# design 1

design_1/sizes.png
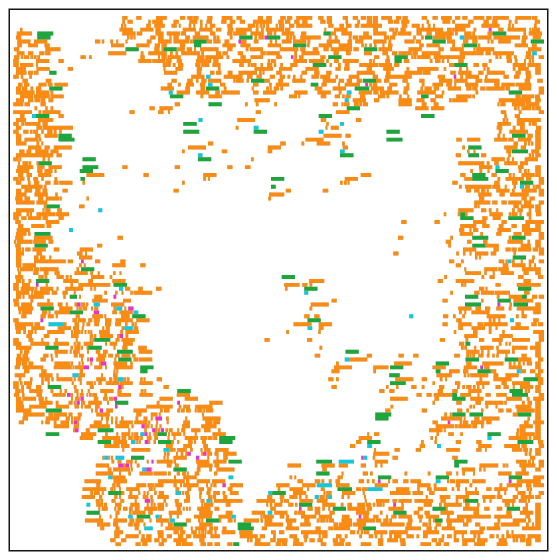
design_1/layer_met2.png
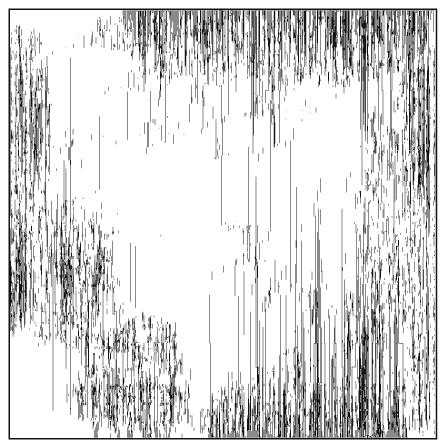
**src/rtl/adc_acq_ctrl.sv**
```systemverilog
// rtl/adc_acq_ctrl.sv - triggered multi-channel ADC capture controller (optional ADC_ACQ_TEST_PATTERN_EN lane pattern)
module adc_acq_ctrl #(
    parameter int NCH   = 4,
    parameter int SPC   = 8,
    parameter int SW    = 12,
    parameter int LEN_W = 14,
    parameter int DLY_W = 20
) (
    input  logic                    clk_125M,
    input  logic                    reset,
    input  logic                    start_i,
    input  logic                    abort_i,
    input  logic                    trig_i,
    input  logic [LEN_W-1:0]        wave_len_i,
    input  logic [LEN_W-1:0]        cycle_i,
    input  logic [DLY_W-1:0]        delay_i,
    input  logic [NCH-1:0]          ch_mask_i,
    input  logic                    prog_full,
    input  logic [NCH*SPC*SW-1:0]   ch_data_i,
    output logic [NCH*SPC*16-1:0]   adc_data_o,
    output logic                    adc_data_valid_o,
    output logic                    trig_fb,
    output logic                    busy_o,
    output logic                    done_o,
    output logic                    overflow_o
);

    typedef enum logic [2:0] {
        S_IDLE    = 3'd0,
        S_ARMED   = 3'd1,
        S_DELAY   = 3'd2,
        S_CAPTURE = 3'd3,
        S_DONE    = 3'd4
    } state_t;

    state_t state;
    state_t state_nxt;

    logic                   trig_prev;
    logic [LEN_W-1:0]       wave_len_q;
    logic [LEN_W-1:0]       cycle_q;
    logic [DLY_W-1:0]       delay_q;
    logic [NCH-1:0]         ch_mask_q;
    logic [LEN_W-1:0]       beat_cnt;
    logic [DLY_W-1:0]       dly_cnt;
    logic [LEN_W-1:0]       cyc_cnt;
    logic [NCH*SPC*16-1:0]  beat_fmt;

    logic trig_edge;
    logic start_ok;
    logic beat_last;
    logic dly_last;
    logic cyc_last;
    logic capture_beat;

    // Both counts must be nonzero for an arm request to be meaningful.
    assign trig_edge    = trig_i & ~trig_prev;
    assign start_ok     = start_i && (wave_len_i != '0) && (cycle_i != '0);
    assign beat_last    = (beat_cnt == wave_len_q - LEN_W'(1));
    assign dly_last     = (dly_cnt == delay_q - DLY_W'(1));
    assign cyc_last     = ((cyc_cnt + LEN_W'(1)) == cycle_q);
    assign capture_beat = (state == S_CAPTURE) && !prog_full && !abort_i;

    // State register.
    always_ff @(posedge clk_125M or posedge reset) begin
        if (reset) begin
            state <= S_IDLE;
        end else begin
            state <= state_nxt;
        end
    end

    // Next-state logic; abort overrides every other request.
    always_comb begin
        state_nxt = state;
        if (abort_i) begin
            state_nxt = S_IDLE;
        end else begin
            case (state)
                S_IDLE:    if (start_ok) state_nxt = S_ARMED;
                S_ARMED:   if (trig_edge) state_nxt = (delay_q == '0) ? S_CAPTURE : S_DELAY;
                S_DELAY:   if (dly_last) state_nxt = S_CAPTURE;
                S_CAPTURE: if (beat_last) state_nxt = cyc_last ? S_DONE : S_ARMED;
                S_DONE:    state_nxt = S_IDLE;
                default:   state_nxt = S_IDLE;
            endcase
        end
    end

    // Status outputs decoded from the current state.
    always_comb begin
        busy_o  = (state != S_IDLE);
        done_o  = (state == S_DONE);
        trig_fb = (state == S_ARMED) && trig_edge && !abort_i;
    end

    // Trigger history, latched configuration, counters and the sticky overflow flag.
    always_ff @(posedge clk_125M or posedge reset) begin
        if (reset) begin
            trig_prev  <= 1'b0;
            wave_len_q <= '0;
            cycle_q    <= '0;
            delay_q    <= '0;
            ch_mask_q  <= '0;
            beat_cnt   <= '0;
            dly_cnt    <= '0;
            cyc_cnt    <= '0;
            overflow_o <= 1'b0;
        end else begin
            trig_prev <= trig_i;
            if (state == S_IDLE && start_ok && !abort_i) begin
                wave_len_q <= wave_len_i;
                cycle_q    <= cycle_i;
                delay_q    <= delay_i;
                ch_mask_q  <= ch_mask_i;
                cyc_cnt    <= '0;
                overflow_o <= 1'b0;
            end
            dly_cnt  <= (state == S_DELAY) ? dly_cnt + DLY_W'(1) : '0;
            beat_cnt <= (state == S_CAPTURE) ? beat_cnt + LEN_W'(1) : '0;
            if (state == S_CAPTURE && beat_last && !abort_i) begin
                cyc_cnt <= cyc_cnt + LEN_W'(1);
            end
            if (state == S_CAPTURE && prog_full) begin
                overflow_o <= 1'b1;
            end
        end
    end

    // Lane formatting: masked channels are zero, enabled lanes widen to 16 bits.
    always_comb begin
        beat_fmt = '0;
        for (int c = 0; c < NCH; c++) begin
            for (int s = 0; s < SPC; s++) begin
                if (ch_mask_q[c]) begin
`ifdef ADC_ACQ_TEST_PATTERN_EN
                    beat_fmt[(c*SPC+s)*16 +: 16] = {4'(c), beat_cnt[11:0]};
`else
                    beat_fmt[(c*SPC+s)*16 +: 16] =
                        16'($signed(ch_data_i[(c*SPC+s)*SW +: SW]));
`endif
                end
            end
        end
    end

    // Output beat register: one clock after each accepted capture clock.
    always_ff @(posedge clk_125M or posedge reset) begin
        if (reset) begin
            adc_data_o       <= '0;
            adc_data_valid_o <= 1'b0;
        end else begin
            adc_data_valid_o <= capture_beat;
            if (capture_beat) begin
                adc_data_o <= beat_fmt;
            end
        end
    end

endmodule

```
**config.mk**
```make
export PLATFORM = sky130hd
export DESIGN_NAME = adc_acq_ctrl
export DESIGN_NICKNAME = d
export VERILOG_FILES = /design/src/rtl/adc_acq_ctrl.sv
export SDC_FILE = /design/constraint.sdc
export NUM_CORES = 1
export LEC_CHECK = 0
export ABC_AREA = 1
export CAP_MARGIN = 30
export CORE_AREA = 2 2 370 372
export CTS_CLUSTER_DIAMETER = 40
export DETAILED_ROUTE_END_ITERATION = 12
export DIE_AREA = 0 0 372 374
export HOLD_SLACK_MARGIN = 0.08
export PLACE_DENSITY_LB_ADDON = 0.3
export SETUP_SLACK_MARGIN = 0.5
export SYNTH_ARGS = -nofsm -noshare
export SYNTH_HDL_FRONTEND = slang
export SYNTH_SLANG_ARGS = --single-unit
```
**constraint.sdc**
```tcl
create_clock -name clk_125M -period 50.1 [get_ports clk_125M]
set_clock_uncertainty 0.05 [all_clocks]
set_input_delay 12.525 -clock clk_125M [delete_from_list [all_inputs] [get_ports clk_125M]]
set_output_delay 12.525 -clock clk_125M [all_outputs]
set_load 0.02 [all_outputs]
```
==> flow_summary.toml <==
# generated from flow reports
[critical_path]
crit_path_end_kind = "output port"
critPathLaunch = "abort_i"
r2r-end = "adc_data_o[356]"
crit_path_top_delay_cell = "clkdlybuf4s50_1"
cp-start-kind = "input port"

[finish]
areaGrowthSynthToFinish_pct = 62.39
n_all_inverters = 514
nFillCells = 14449
comb_cells = 1443

[synth]
synthArstFlopShare_pct = 100.0
synth_stat.cells = 2721
flop_cell = "dfrtp_1"
synth_top_cell_by_area = "dfrtp_1"

[worst_hold_path]
hold_path_class = "register to register"

[placed_design]
dp_cells = 5209

[floorplanning]
io-pin-count = 959
die_w_microns = 372
die-height_microns = 374

[drt]
vias_per_cell = 3.888
vias = 21078
wl_met3_microns = 9143

[clock_tree]
root_buffer = "clkbuf_16"
cts.sinks = 490
hold_buffers = 0

[outcome]
outcome = "finished clean"

[power]
p_leak_nw = 16.19

[global_route]
antenna_found_initial = 67
grt_pass1_vias = 20884

[sta]
max_freq_ghz = 0.03758
timing.hold.ws_ns = 0.4576
fin_ws_ns = 23.49
About design_1/sizes.png:
legend:
  _2 cells:
    color: magenta
    cells: 52
    share: 1.4%
    most_used: clkinv_2
  _3 and _4 cells:
    color: cyan
    cells: 61
    share: 1.7%
  _6 and larger:
    color: green
    cells: 155
    share: 4.3%
    most_used: clkbuf_16
  _0 and _1 cells:
    color: orange
    cells: 3364
    share: 93%
    most_used: clkdlybuf4s50_1

About design_1/layer_met2.png:
main direction: vertical
nets with wire on the layer: 3218
longest straight run: 166 microns
wire length on this layer: 49.4 mm

[report_power, final]
group | internal, W | leakage (nW) | switching [W]
Sequential | 0.000578 | 5.79 | 0.000151
Clock | 0.000500 | 1.90 | 0.000264
Combinational | 0.000494 | 8.50 | 0.000628
[metal layers]
metal	track usage [%]	vias to the layer above
met5	0	-
met4	4.306	26
met2	24.10	815
li1	-	10236
met1	17.22	9782
met3	5.525	219
[worst reg2reg max path: cells and delay by family (launching register included)]
family,cells,cell delay [ns]
buf+inv,6,3.27
simple gates,3,1.55
flops,1,0.43
compound gates,1,0.12
[registers in the layout, summed over array words and instances (netlist names)]
register	flops
wave_len_q	14
cycle_q	14
adc_data_o	384
beat_cnt	14
delay_q	20
ch_mask_q	4
state	3
trig_prev	1
cyc_cnt	14
dly_cnt	20
overflow_o	1
adc_data_valid_o	1
[cells in the mapped netlist (all sizes together), types with 6 or more instances]
library cell and n:
nor2 110, xnor2 13, xor2 19, a21oi 27, inv 514, nor3 20, nor4 6, clkbuf 87
nand4 16, nand3 459, nand2 291, o21ai 449, dfrtp 490, buf 187, nand3b 8, o22ai 9
[cells by family after synthesis]
family,Yosys count
xor+xnor,32
simple gates,913
fa+ha+maj,5
flops,490
buf+inv,788
compound gates,493

# design 2

design_2/clocks.png
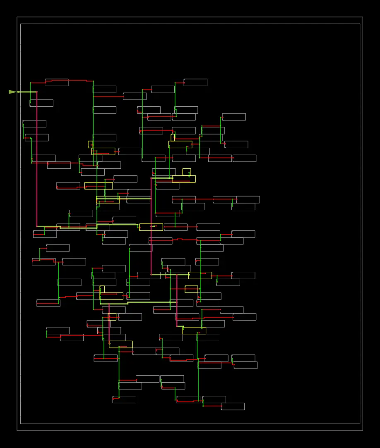
--- src/rtl/canvas_pkg.sv ---
// Shared canvas types: pixel record layout, coordinate/colour widths and colour codes.
package canvas_pkg;

    localparam int COORD_W = 8;
    localparam int COLOR_W = 3;

    // Colour encoding is {R,G,B}, one bit per channel
    localparam logic [COLOR_W-1:0] COLOR_BLACK   = 3'b000;
    localparam logic [COLOR_W-1:0] COLOR_BLUE    = 3'b001;
    localparam logic [COLOR_W-1:0] COLOR_GREEN   = 3'b010;
    localparam logic [COLOR_W-1:0] COLOR_CYAN    = 3'b011;
    localparam logic [COLOR_W-1:0] COLOR_RED     = 3'b100;
    localparam logic [COLOR_W-1:0] COLOR_MAGENTA = 3'b101;
    localparam logic [COLOR_W-1:0] COLOR_YELLOW  = 3'b110;
    localparam logic [COLOR_W-1:0] COLOR_WHITE   = 3'b111;

    typedef struct packed {
        logic               is_restore;
        logic [COLOR_W-1:0] color;
        logic [COORD_W-1:0] x;
        logic [COORD_W-1:0] y;
    } pixel_rec_t;

endpackage

--- src/rtl/pixel_fifo.sv ---
// Power-of-two ordered FIFO of pixel records with synchronous flush and registered count.
module pixel_fifo
    import canvas_pkg::*;
#(
    parameter int DEPTH = 4
) (
    input  logic                       clk,
    input  logic                       rst_n,
    input  logic                       flush,
    input  logic                       push,
    input  pixel_rec_t                 push_rec,
    input  logic                       pop,
    output pixel_rec_t                 head,
    output logic [$clog2(DEPTH+1)-1:0] count,
    output logic                       full,
    output logic                       empty
);

    localparam int PTR_W = $clog2(DEPTH);
    localparam int CNT_W = $clog2(DEPTH+1);

    pixel_rec_t             mem_r [DEPTH];
    logic [PTR_W-1:0]       wr_ptr_r;
    logic [PTR_W-1:0]       rd_ptr_r;
    logic [CNT_W-1:0]       count_r;
    logic                   push_s;
    logic                   pop_s;

    assign full  = (count_r == CNT_W'(DEPTH));
    assign empty = (count_r == CNT_W'(0));
    assign count = count_r;
    assign head  = mem_r[rd_ptr_r];

    // Qualified push/pop: overfull writes and empty pops are ignored
    always_comb begin
        push_s = push & ~full;
        pop_s  = pop & ~empty;
    end

    // Storage, pointers and occupancy; pointers wrap naturally since DEPTH is a power of two
    always_ff @(posedge clk or negedge rst_n) begin
        if (!rst_n) begin
            for (int i = 0; i < DEPTH; i++) begin
                mem_r[i] <= '0;
            end
            wr_ptr_r <= '0;
            rd_ptr_r <= '0;
            count_r  <= '0;
        end else if (flush) begin
            wr_ptr_r <= '0;
            rd_ptr_r <= '0;
            count_r  <= '0;
        end else begin
            if (push_s) begin
                mem_r[wr_ptr_r] <= push_rec;
                wr_ptr_r        <= wr_ptr_r + PTR_W'(1);
            end
            if (pop_s) begin
                rd_ptr_r <= rd_ptr_r + PTR_W'(1);
            end
            case ({push_s, pop_s})
                2'b10:   count_r <= count_r + CNT_W'(1);
                2'b01:   count_r <= count_r - CNT_W'(1);
                default: count_r <= count_r;
            endcase
        end
    end

endmodule

--- src/rtl/pixel_event_arbiter.sv ---
// Merges packet-generator draws and undo/redo restore pulses into one ordered record FIFO
// read by the I2C slave; restores sit in a one-entry skid register with bounded priority.
module pixel_event_arbiter
    import canvas_pkg::*;
#(
    parameter int DEPTH      = 4,
    parameter int MAX_STREAK = 3
) (
    input  logic                       clk,
    input  logic                       rst_n,
    input  logic                       draw_valid,
    output logic                       draw_ready,
    input  logic [7:0]                 draw_x,
    input  logic [7:0]                 draw_y,
    input  logic [2:0]                 draw_color,
    input  logic                       rst_pulse,
    input  logic [7:0]                 rst_x,
    input  logic [7:0]                 rst_y,
    input  logic [2:0]                 rst_color,
    output logic                       out_valid,
    output logic [7:0]                 out_x,
    output logic [7:0]                 out_y,
    output logic [2:0]                 out_color,
    output logic                       out_is_restore,
    input  logic                       out_pop,
    input  logic                       flush,
    input  logic                       clr_overflow,
    output logic [$clog2(DEPTH+1)-1:0] fifo_count,
    output logic                       overflow
);

    localparam int STREAK_W = $clog2(MAX_STREAK+1);

    logic                pend_r;
    pixel_rec_t          pend_rec_r;
    logic [STREAK_W-1:0] streak_r;
    logic                overflow_r;

    logic                full_s;
    logic                empty_s;
    pixel_rec_t          head_s;
    pixel_rec_t          push_rec_s;
    logic                streak_lt_s;
    logic                grant_rst_s;
    logic                grant_draw_s;
    logic                ready_s;
    logic                drop_s;
    logic                load_s;

    // Arbitration: restores win until the streak limit, then a waiting draw gets one slot
    always_comb begin
        streak_lt_s  = (streak_r < STREAK_W'(MAX_STREAK));
        grant_rst_s  = ~full_s & ~flush & pend_r & (streak_lt_s | ~draw_valid);
        ready_s      = rst_n & ~full_s & ~flush & ~(pend_r & streak_lt_s);
        grant_draw_s = draw_valid & ready_s;
        drop_s       = ~flush & rst_pulse & pend_r & ~grant_rst_s;
        load_s       = rst_pulse & (~pend_r | grant_rst_s);
        if (grant_rst_s) begin
            push_rec_s = pend_rec_r;
        end else begin
            push_rec_s = '{is_restore: 1'b0, color: draw_color, x: draw_x, y: draw_y};
        end
    end

    // Restore skid register; a pulse arriving while the entry is stuck is dropped
    always_ff @(posedge clk or negedge rst_n) begin
        if (!rst_n) begin
            pend_r     <= 1'b0;
            pend_rec_r <= '0;
        end else if (flush) begin
            pend_r     <= 1'b0;
        end else if (load_s) begin
            pend_r     <= 1'b1;
            pend_rec_r <= '{is_restore: 1'b1, color: rst_color, x: rst_x, y: rst_y};
        end else if (grant_rst_s) begin
            pend_r     <= 1'b0;
        end else begin
            pend_r     <= pend_r;
        end
    end

    // Consecutive-restore streak, saturating; any draw grant restarts it
    always_ff @(posedge clk or negedge rst_n) begin
        if (!rst_n) begin
            streak_r <= '0;
        end else if (flush) begin
            streak_r <= '0;
        end else if (grant_rst_s && streak_lt_s) begin
            streak_r <= streak_r + STREAK_W'(1);
        end else if (grant_draw_s) begin
            streak_r <= '0;
        end else begin
            streak_r <= streak_r;
        end
    end

    // Sticky overflow; a same-cycle drop beats the clear
    always_ff @(posedge clk or negedge rst_n) begin
        if (!rst_n) begin
            overflow_r <= 1'b0;
        end else if (drop_s) begin
            overflow_r <= 1'b1;
        end else if (clr_overflow) begin
            overflow_r <= 1'b0;
        end else begin
            overflow_r <= overflow_r;
        end
    end

    pixel_fifo #(.DEPTH(DEPTH)) u_fifo (
        .clk      (clk),
        .rst_n    (rst_n),
        .flush    (flush),
        .push     (grant_rst_s | grant_draw_s),
        .push_rec (push_rec_s),
        .pop      (out_pop),
        .head     (head_s),
        .count    (fifo_count),
        .full     (full_s),
        .empty    (empty_s)
    );

    assign draw_ready     = ready_s;
    assign out_valid      = ~empty_s;
    assign out_x          = head_s.x;
    assign out_y          = head_s.y;
    assign out_color      = head_s.color;
    assign out_is_restore = head_s.is_restore;
    assign overflow       = overflow_r;

endmodule
--- config.mk ---
export PLATFORM = sky130hd
export DESIGN_NAME = pixel_event_arbiter
export DESIGN_NICKNAME = d
export VERILOG_FILES = /design/src/rtl/canvas_pkg.sv /design/src/rtl/pixel_fifo.sv /design/src/rtl/pixel_event_arbiter.sv
export SDC_FILE = /design/constraint.sdc
export NUM_CORES = 1
export LEC_CHECK = 0
export ABC_AREA = 1
export ABC_CLOCK_PERIOD_IN_PS = 4800
export CORE_ASPECT_RATIO = 1.2
export CORE_UTILIZATION = 25
export CTS_CLUSTER_DIAMETER = 200
export DETAILED_ROUTE_END_ITERATION = 6
export SETUP_SLACK_MARGIN = 0.5
export SYNTH_ARGS = -nofsm -noshare
export SYNTH_HDL_FRONTEND = slang
export SYNTH_HIERARCHICAL = 1
export SYNTH_SLANG_ARGS = --single-unit
--- constraint.sdc ---
create_clock -name clk -period 4.8 [get_ports clk]
set_clock_uncertainty 0.15 [all_clocks]
set_input_delay 0.72 -clock clk [delete_from_list [all_inputs] [get_ports clk]]
set_output_delay 0.72 -clock clk [all_outputs]
set_load 0.1 [all_outputs]
==> flow_summary.toml <==
# generated from flow reports
[finish]
comb_cells = 427
final_net_count = 735
dominant_cells = "sequential cells"
buffer_area_share_pct = 10.84
seq_share_pct = 43.14

[outcome]
outcome = "finished clean"

[power]
power_switching_w = 0.001987
powerClk_w = 0.000750

[clock_tree]
ctsResizeCount = 0
cts_setup_buffers = 0

[global_route]
track_usage_pct = 12.14

[synth]
aoi_share_pct = 17.29
ys_area_sq_mm = 0.005413
adder_share_pct = 1.526

[critical_path]
path_buffers = 4
path_cells = "buf_4 -> inv_1 -> buf_4 -> o21ai_0 -> o22ai_1 -> buf_4"

[drt]
drc = 0
routedWlPerCell_microns = 13.48

[sta]
maxSlewViolCount = 0

[floorplanning]
fp_util_pct = 25.63
## Picture notes: design_2/clocks.png
clk sink count: 111
clock buffer count: 11

==> per-layer routing <==
metal / part of all wire, % / global-route usage, % / routed length (microns)
met5: 0 / 0 / 0
met4: 1.4 / 4.293 / 181
met1: 50 / 16.99 / 6483
met2: 46 / 18.99 / 5897
met3: 2.8 / 1.676 / 365
==> worst max path at each step <==
stage                                  to  slack, ns               start  cells after the start
final                        out_color[0]       1.20  u_fifo/rd_ptr_r[0]                      6
after global routing             out_y[5]       1.03  u_fifo/rd_ptr_r[0]                      6
after CTS                    out_color[0]       1.13  u_fifo/rd_ptr_r[0]                      6
after floorplan                draw_ready       1.19     u_fifo/count[0]                      6
after detailed placement  u_fifo/count[2]       1.42               flush                     13
after global placement    u_fifo/count[2]       1.47               flush                     13
==> per-stage QoR <==
step | cell area (sq um) | utilization, % | total power (W) | hold WS (ns)
after CTS | 6439 | 30.49 | 0.004103 | 0.3239
final | 6439 | 30.49 | 0.004051 | 0.3200
after detailed placement | 6138 | 29.07 | 0.003345 | 0.2987
after global placement | 6138 | 29.07 | 0.003331 | 0.2926
after floorplan | 5413 | - | 0.002881 | 0.2717
after global routing | 6439 | 30.49 | 0.004275 | 0.3419

# design 3

design_3/layer_met2.png
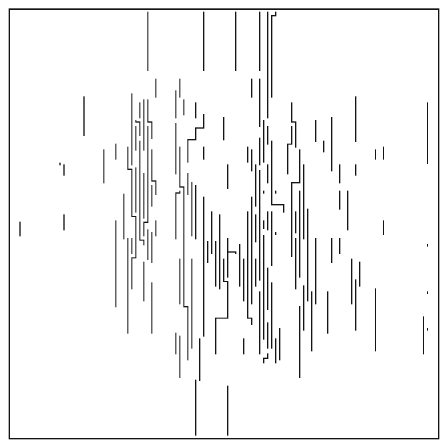
`src/rtl/bounded_counter.sv`:
```
// bounded_counter: parametrised up/down counter with saturate, wrap or bounce
// behaviour at its bounds, clamped synchronous load and registered tc/ovf flags.
module bounded_counter #(
  parameter int WIDTH   = 4,
  parameter int MIN_VAL = 3,
  parameter int MAX_VAL = 12,
  parameter int MODE    = 0
) (
  input  logic             clk,
  input  logic             rst_n,
  input  logic             en,
  input  logic             dir,
  input  logic             load,
  input  logic [WIDTH-1:0] load_val,
  input  logic             clr_ovf,
  output logic [WIDTH-1:0] count,
  output logic             dir_q,
  output logic             at_min,
  output logic             at_max,
  output logic             tc,
  output logic             ovf
);
  localparam logic [WIDTH:0]   MIN_E = (WIDTH+1)'(MIN_VAL);
  localparam logic [WIDTH:0]   MAX_E = (WIDTH+1)'(MAX_VAL);
  localparam logic [WIDTH:0]   ONE   = (WIDTH+1)'(1);
  localparam logic [WIDTH-1:0] MIN_W = WIDTH'(MIN_VAL);
  localparam logic [WIDTH-1:0] MAX_W = WIDTH'(MAX_VAL);
  logic [WIDTH-1:0] r_count;
  logic             r_bdir;
  logic             r_tc;
  logic             r_ovf;
  logic [WIDTH:0]   w_cnt;
  logic [WIDTH:0]   w_lv;
  logic [WIDTH:0]   w_next;
  logic [WIDTH:0]   w_tgt;
  logic [WIDTH-1:0] w_clamp;
  logic             w_up;
  logic             w_edge;
  logic             w_step;
  // one extra bit of headroom keeps +1/-1 from silently wrapping at 2^WIDTH-1
  always_comb begin
    w_cnt   = {1'b0, r_count};
    w_lv    = {1'b0, load_val};
    w_up    = (MODE == 2) ? r_bdir : dir;
    w_step  = en & ~load;
    w_edge  = w_up ? (w_cnt == MAX_E) : (w_cnt == MIN_E);
    w_tgt   = w_up ? MAX_E : MIN_E;
    w_next  = !w_edge   ? (w_up ? w_cnt + ONE : w_cnt - ONE) :
              MODE == 0 ? w_cnt :
              MODE == 1 ? (w_up ? MIN_E : MAX_E) :
                          (w_up ? w_cnt - ONE : w_cnt + ONE);
    w_clamp = (w_lv < MIN_E) ? MIN_W : (w_lv > MAX_E) ? MAX_W : load_val;
  end
  // a step taken at the bound (hold, wrap or reflect) never raises tc
  always_ff @(posedge clk) begin
    if (!rst_n) begin
      r_count <= MIN_W;
      r_bdir  <= 1'b1;
      r_tc    <= 1'b0;
      r_ovf   <= 1'b0;
    end else begin
      r_count <= load ? w_clamp : w_step ? w_next[WIDTH-1:0] : r_count;
      r_bdir  <= (MODE == 2 && w_step && w_edge) ? ~r_bdir : r_bdir;
      r_tc    <= w_step & ~w_edge & (w_next == w_tgt);
      r_ovf   <= (r_ovf & ~clr_ovf) | (w_step & w_edge & (MODE != 2));
    end
  end
  assign count  = r_count;
  assign dir_q  = w_up;
  assign at_min = (r_count == MIN_W);
  assign at_max = (r_count == MAX_W);
  assign tc     = r_tc;
  assign ovf    = r_ovf;
endmodule

```
`config.mk`:
```
export PLATFORM = sky130hd
export DESIGN_NAME = bounded_counter
export DESIGN_NICKNAME = d
export VERILOG_FILES = /design/src/rtl/bounded_counter.sv
export SDC_FILE = /design/constraint.sdc
export NUM_CORES = 1
export LEC_CHECK = 0
export CAP_MARGIN = 20
export CELL_PAD_IN_SITES_DETAIL_PLACEMENT = 0
export CELL_PAD_IN_SITES_GLOBAL_PLACEMENT = 1
export CORE_MARGIN = 4
export CORE_UTILIZATION = 29
export DETAILED_ROUTE_END_ITERATION = 7
export GPL_ROUTABILITY_DRIVEN = 0
export PLACE_DENSITY_LB_ADDON = 0.15
export SETUP_SLACK_MARGIN = 0.3
export SYNTH_ARGS = -nofsm -noshare
export SYNTH_HDL_FRONTEND = slang
export SYNTH_SLANG_ARGS = --single-unit
```
`constraint.sdc`:
```
create_clock -name clk -period 2.04 [get_ports clk]
set_input_delay 0.408 -clock clk [delete_from_list [all_inputs] [get_ports clk]]
set_output_delay 0.408 -clock clk [all_outputs]
set_load 0.02 [all_outputs]
```
==> flow_summary.toml <==
# generated from flow reports
[critical_path]
r2r_start = "count[1]"
cp_num_cells = 7
reg2regPathDepth = 6
crit_path_end_kind = "register"

[sta]
fin_ws_ns = 0.1872
maxSlewViolCount = 0

[floorplanning]
die-area_sq_mm = 0.002429

[power]
p_total_w = 0.0004913

[synth]
syn_area_per_cell_sq_um = 7.603
top_cell_area_share_pct = 24.30

[placed_design]
port_buffers = 18

[clock_tree]
cts_buffer_depth = 2

[outcome]
outcome = "finished clean"

[worst_hold_path]
hold_path_class = "register to register"

[finish]
final_util_pct = 55.54
## Picture notes: design_3/layer_met2.png
wire length on this layer: 671 microns
main direction: vertical
share of all routed wire: 45%
longest straight run: 16.0 microns

## report_power, final
| part | leakage (nW) | switching (W) | internal (W) |
|---|---|---|---|
| Sequential | 0.0498 | 0.0000118 | 0.000126 |
| Combinational | 0.355 | 0.000104 | 0.000125 |
| Clock | 0.0150 | 0.0000502 | 0.0000746 |
| Total | 0.419 | 0.000166 | 0.000325 |
## routing by layer
| layer | wire [microns] | GRT usage (%) | vias to the layer above |
|---|---|---|---|
| li1 | - | - | 298 |
| met1 | 706 | 17.40 | 272 |
| met2 | 670 | 18.97 | 19 |
| met3 | 77 | 5.810 | 4 |
| met4 | 30 | 5.687 | 0 |
| met5 | 0 | 0 | - |
## cells in the final DEF (no fill, tap or decap), drive strengths merged
cell type and n:
dfxtp 6, clkdlybuf4s50 11, a211oi 2, nand2 2, o31a 1, nand2b 4, a21oi 8, xnor2 1
o31ai 1, and4bb 1, nor3 1, nand4 3, or4 1, o21bai 1, nor4bb 1, inv 8
o211ai 1, nor2 8, ha 3, dlymetal6s2s 4, nor3b 1, nor4 1, buf 14, and2 2
o21ba 1, clkbuf 4, and3 1, fa 1, o21ai 4
## worst min-delay path: stages (launching register included)
cell	delay, ns
dfxtp_1	0.30
nand2b_1	0.07
a21oi_1	0.05


==> notes/layouts.md <==
Pictures saved along the way, in no particular order.

Cell classes on the final placement.
image #1
Scale bar: 50 microns. Fill, decap, tap and diode cells in gray.
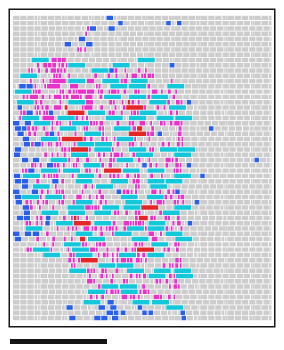
image #2
Scale bar: 100 microns. Fill, decap, tap and diode cells in gray.
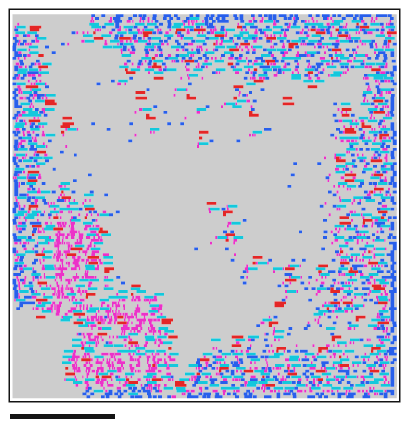
image #3
Scale bar: 10 microns. Fill, decap, tap and diode cells in gray.
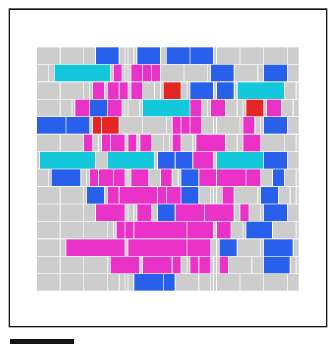
| from | picture |
|---|---|
| design 2 | image #1 |
| design 3 | image #3 |
| design 1 | image #2 |
The one with the smallest die is image #3.
The one with the largest die is image #2.

Power figures rest on the tool's default switching activity, not on a simulated workload.
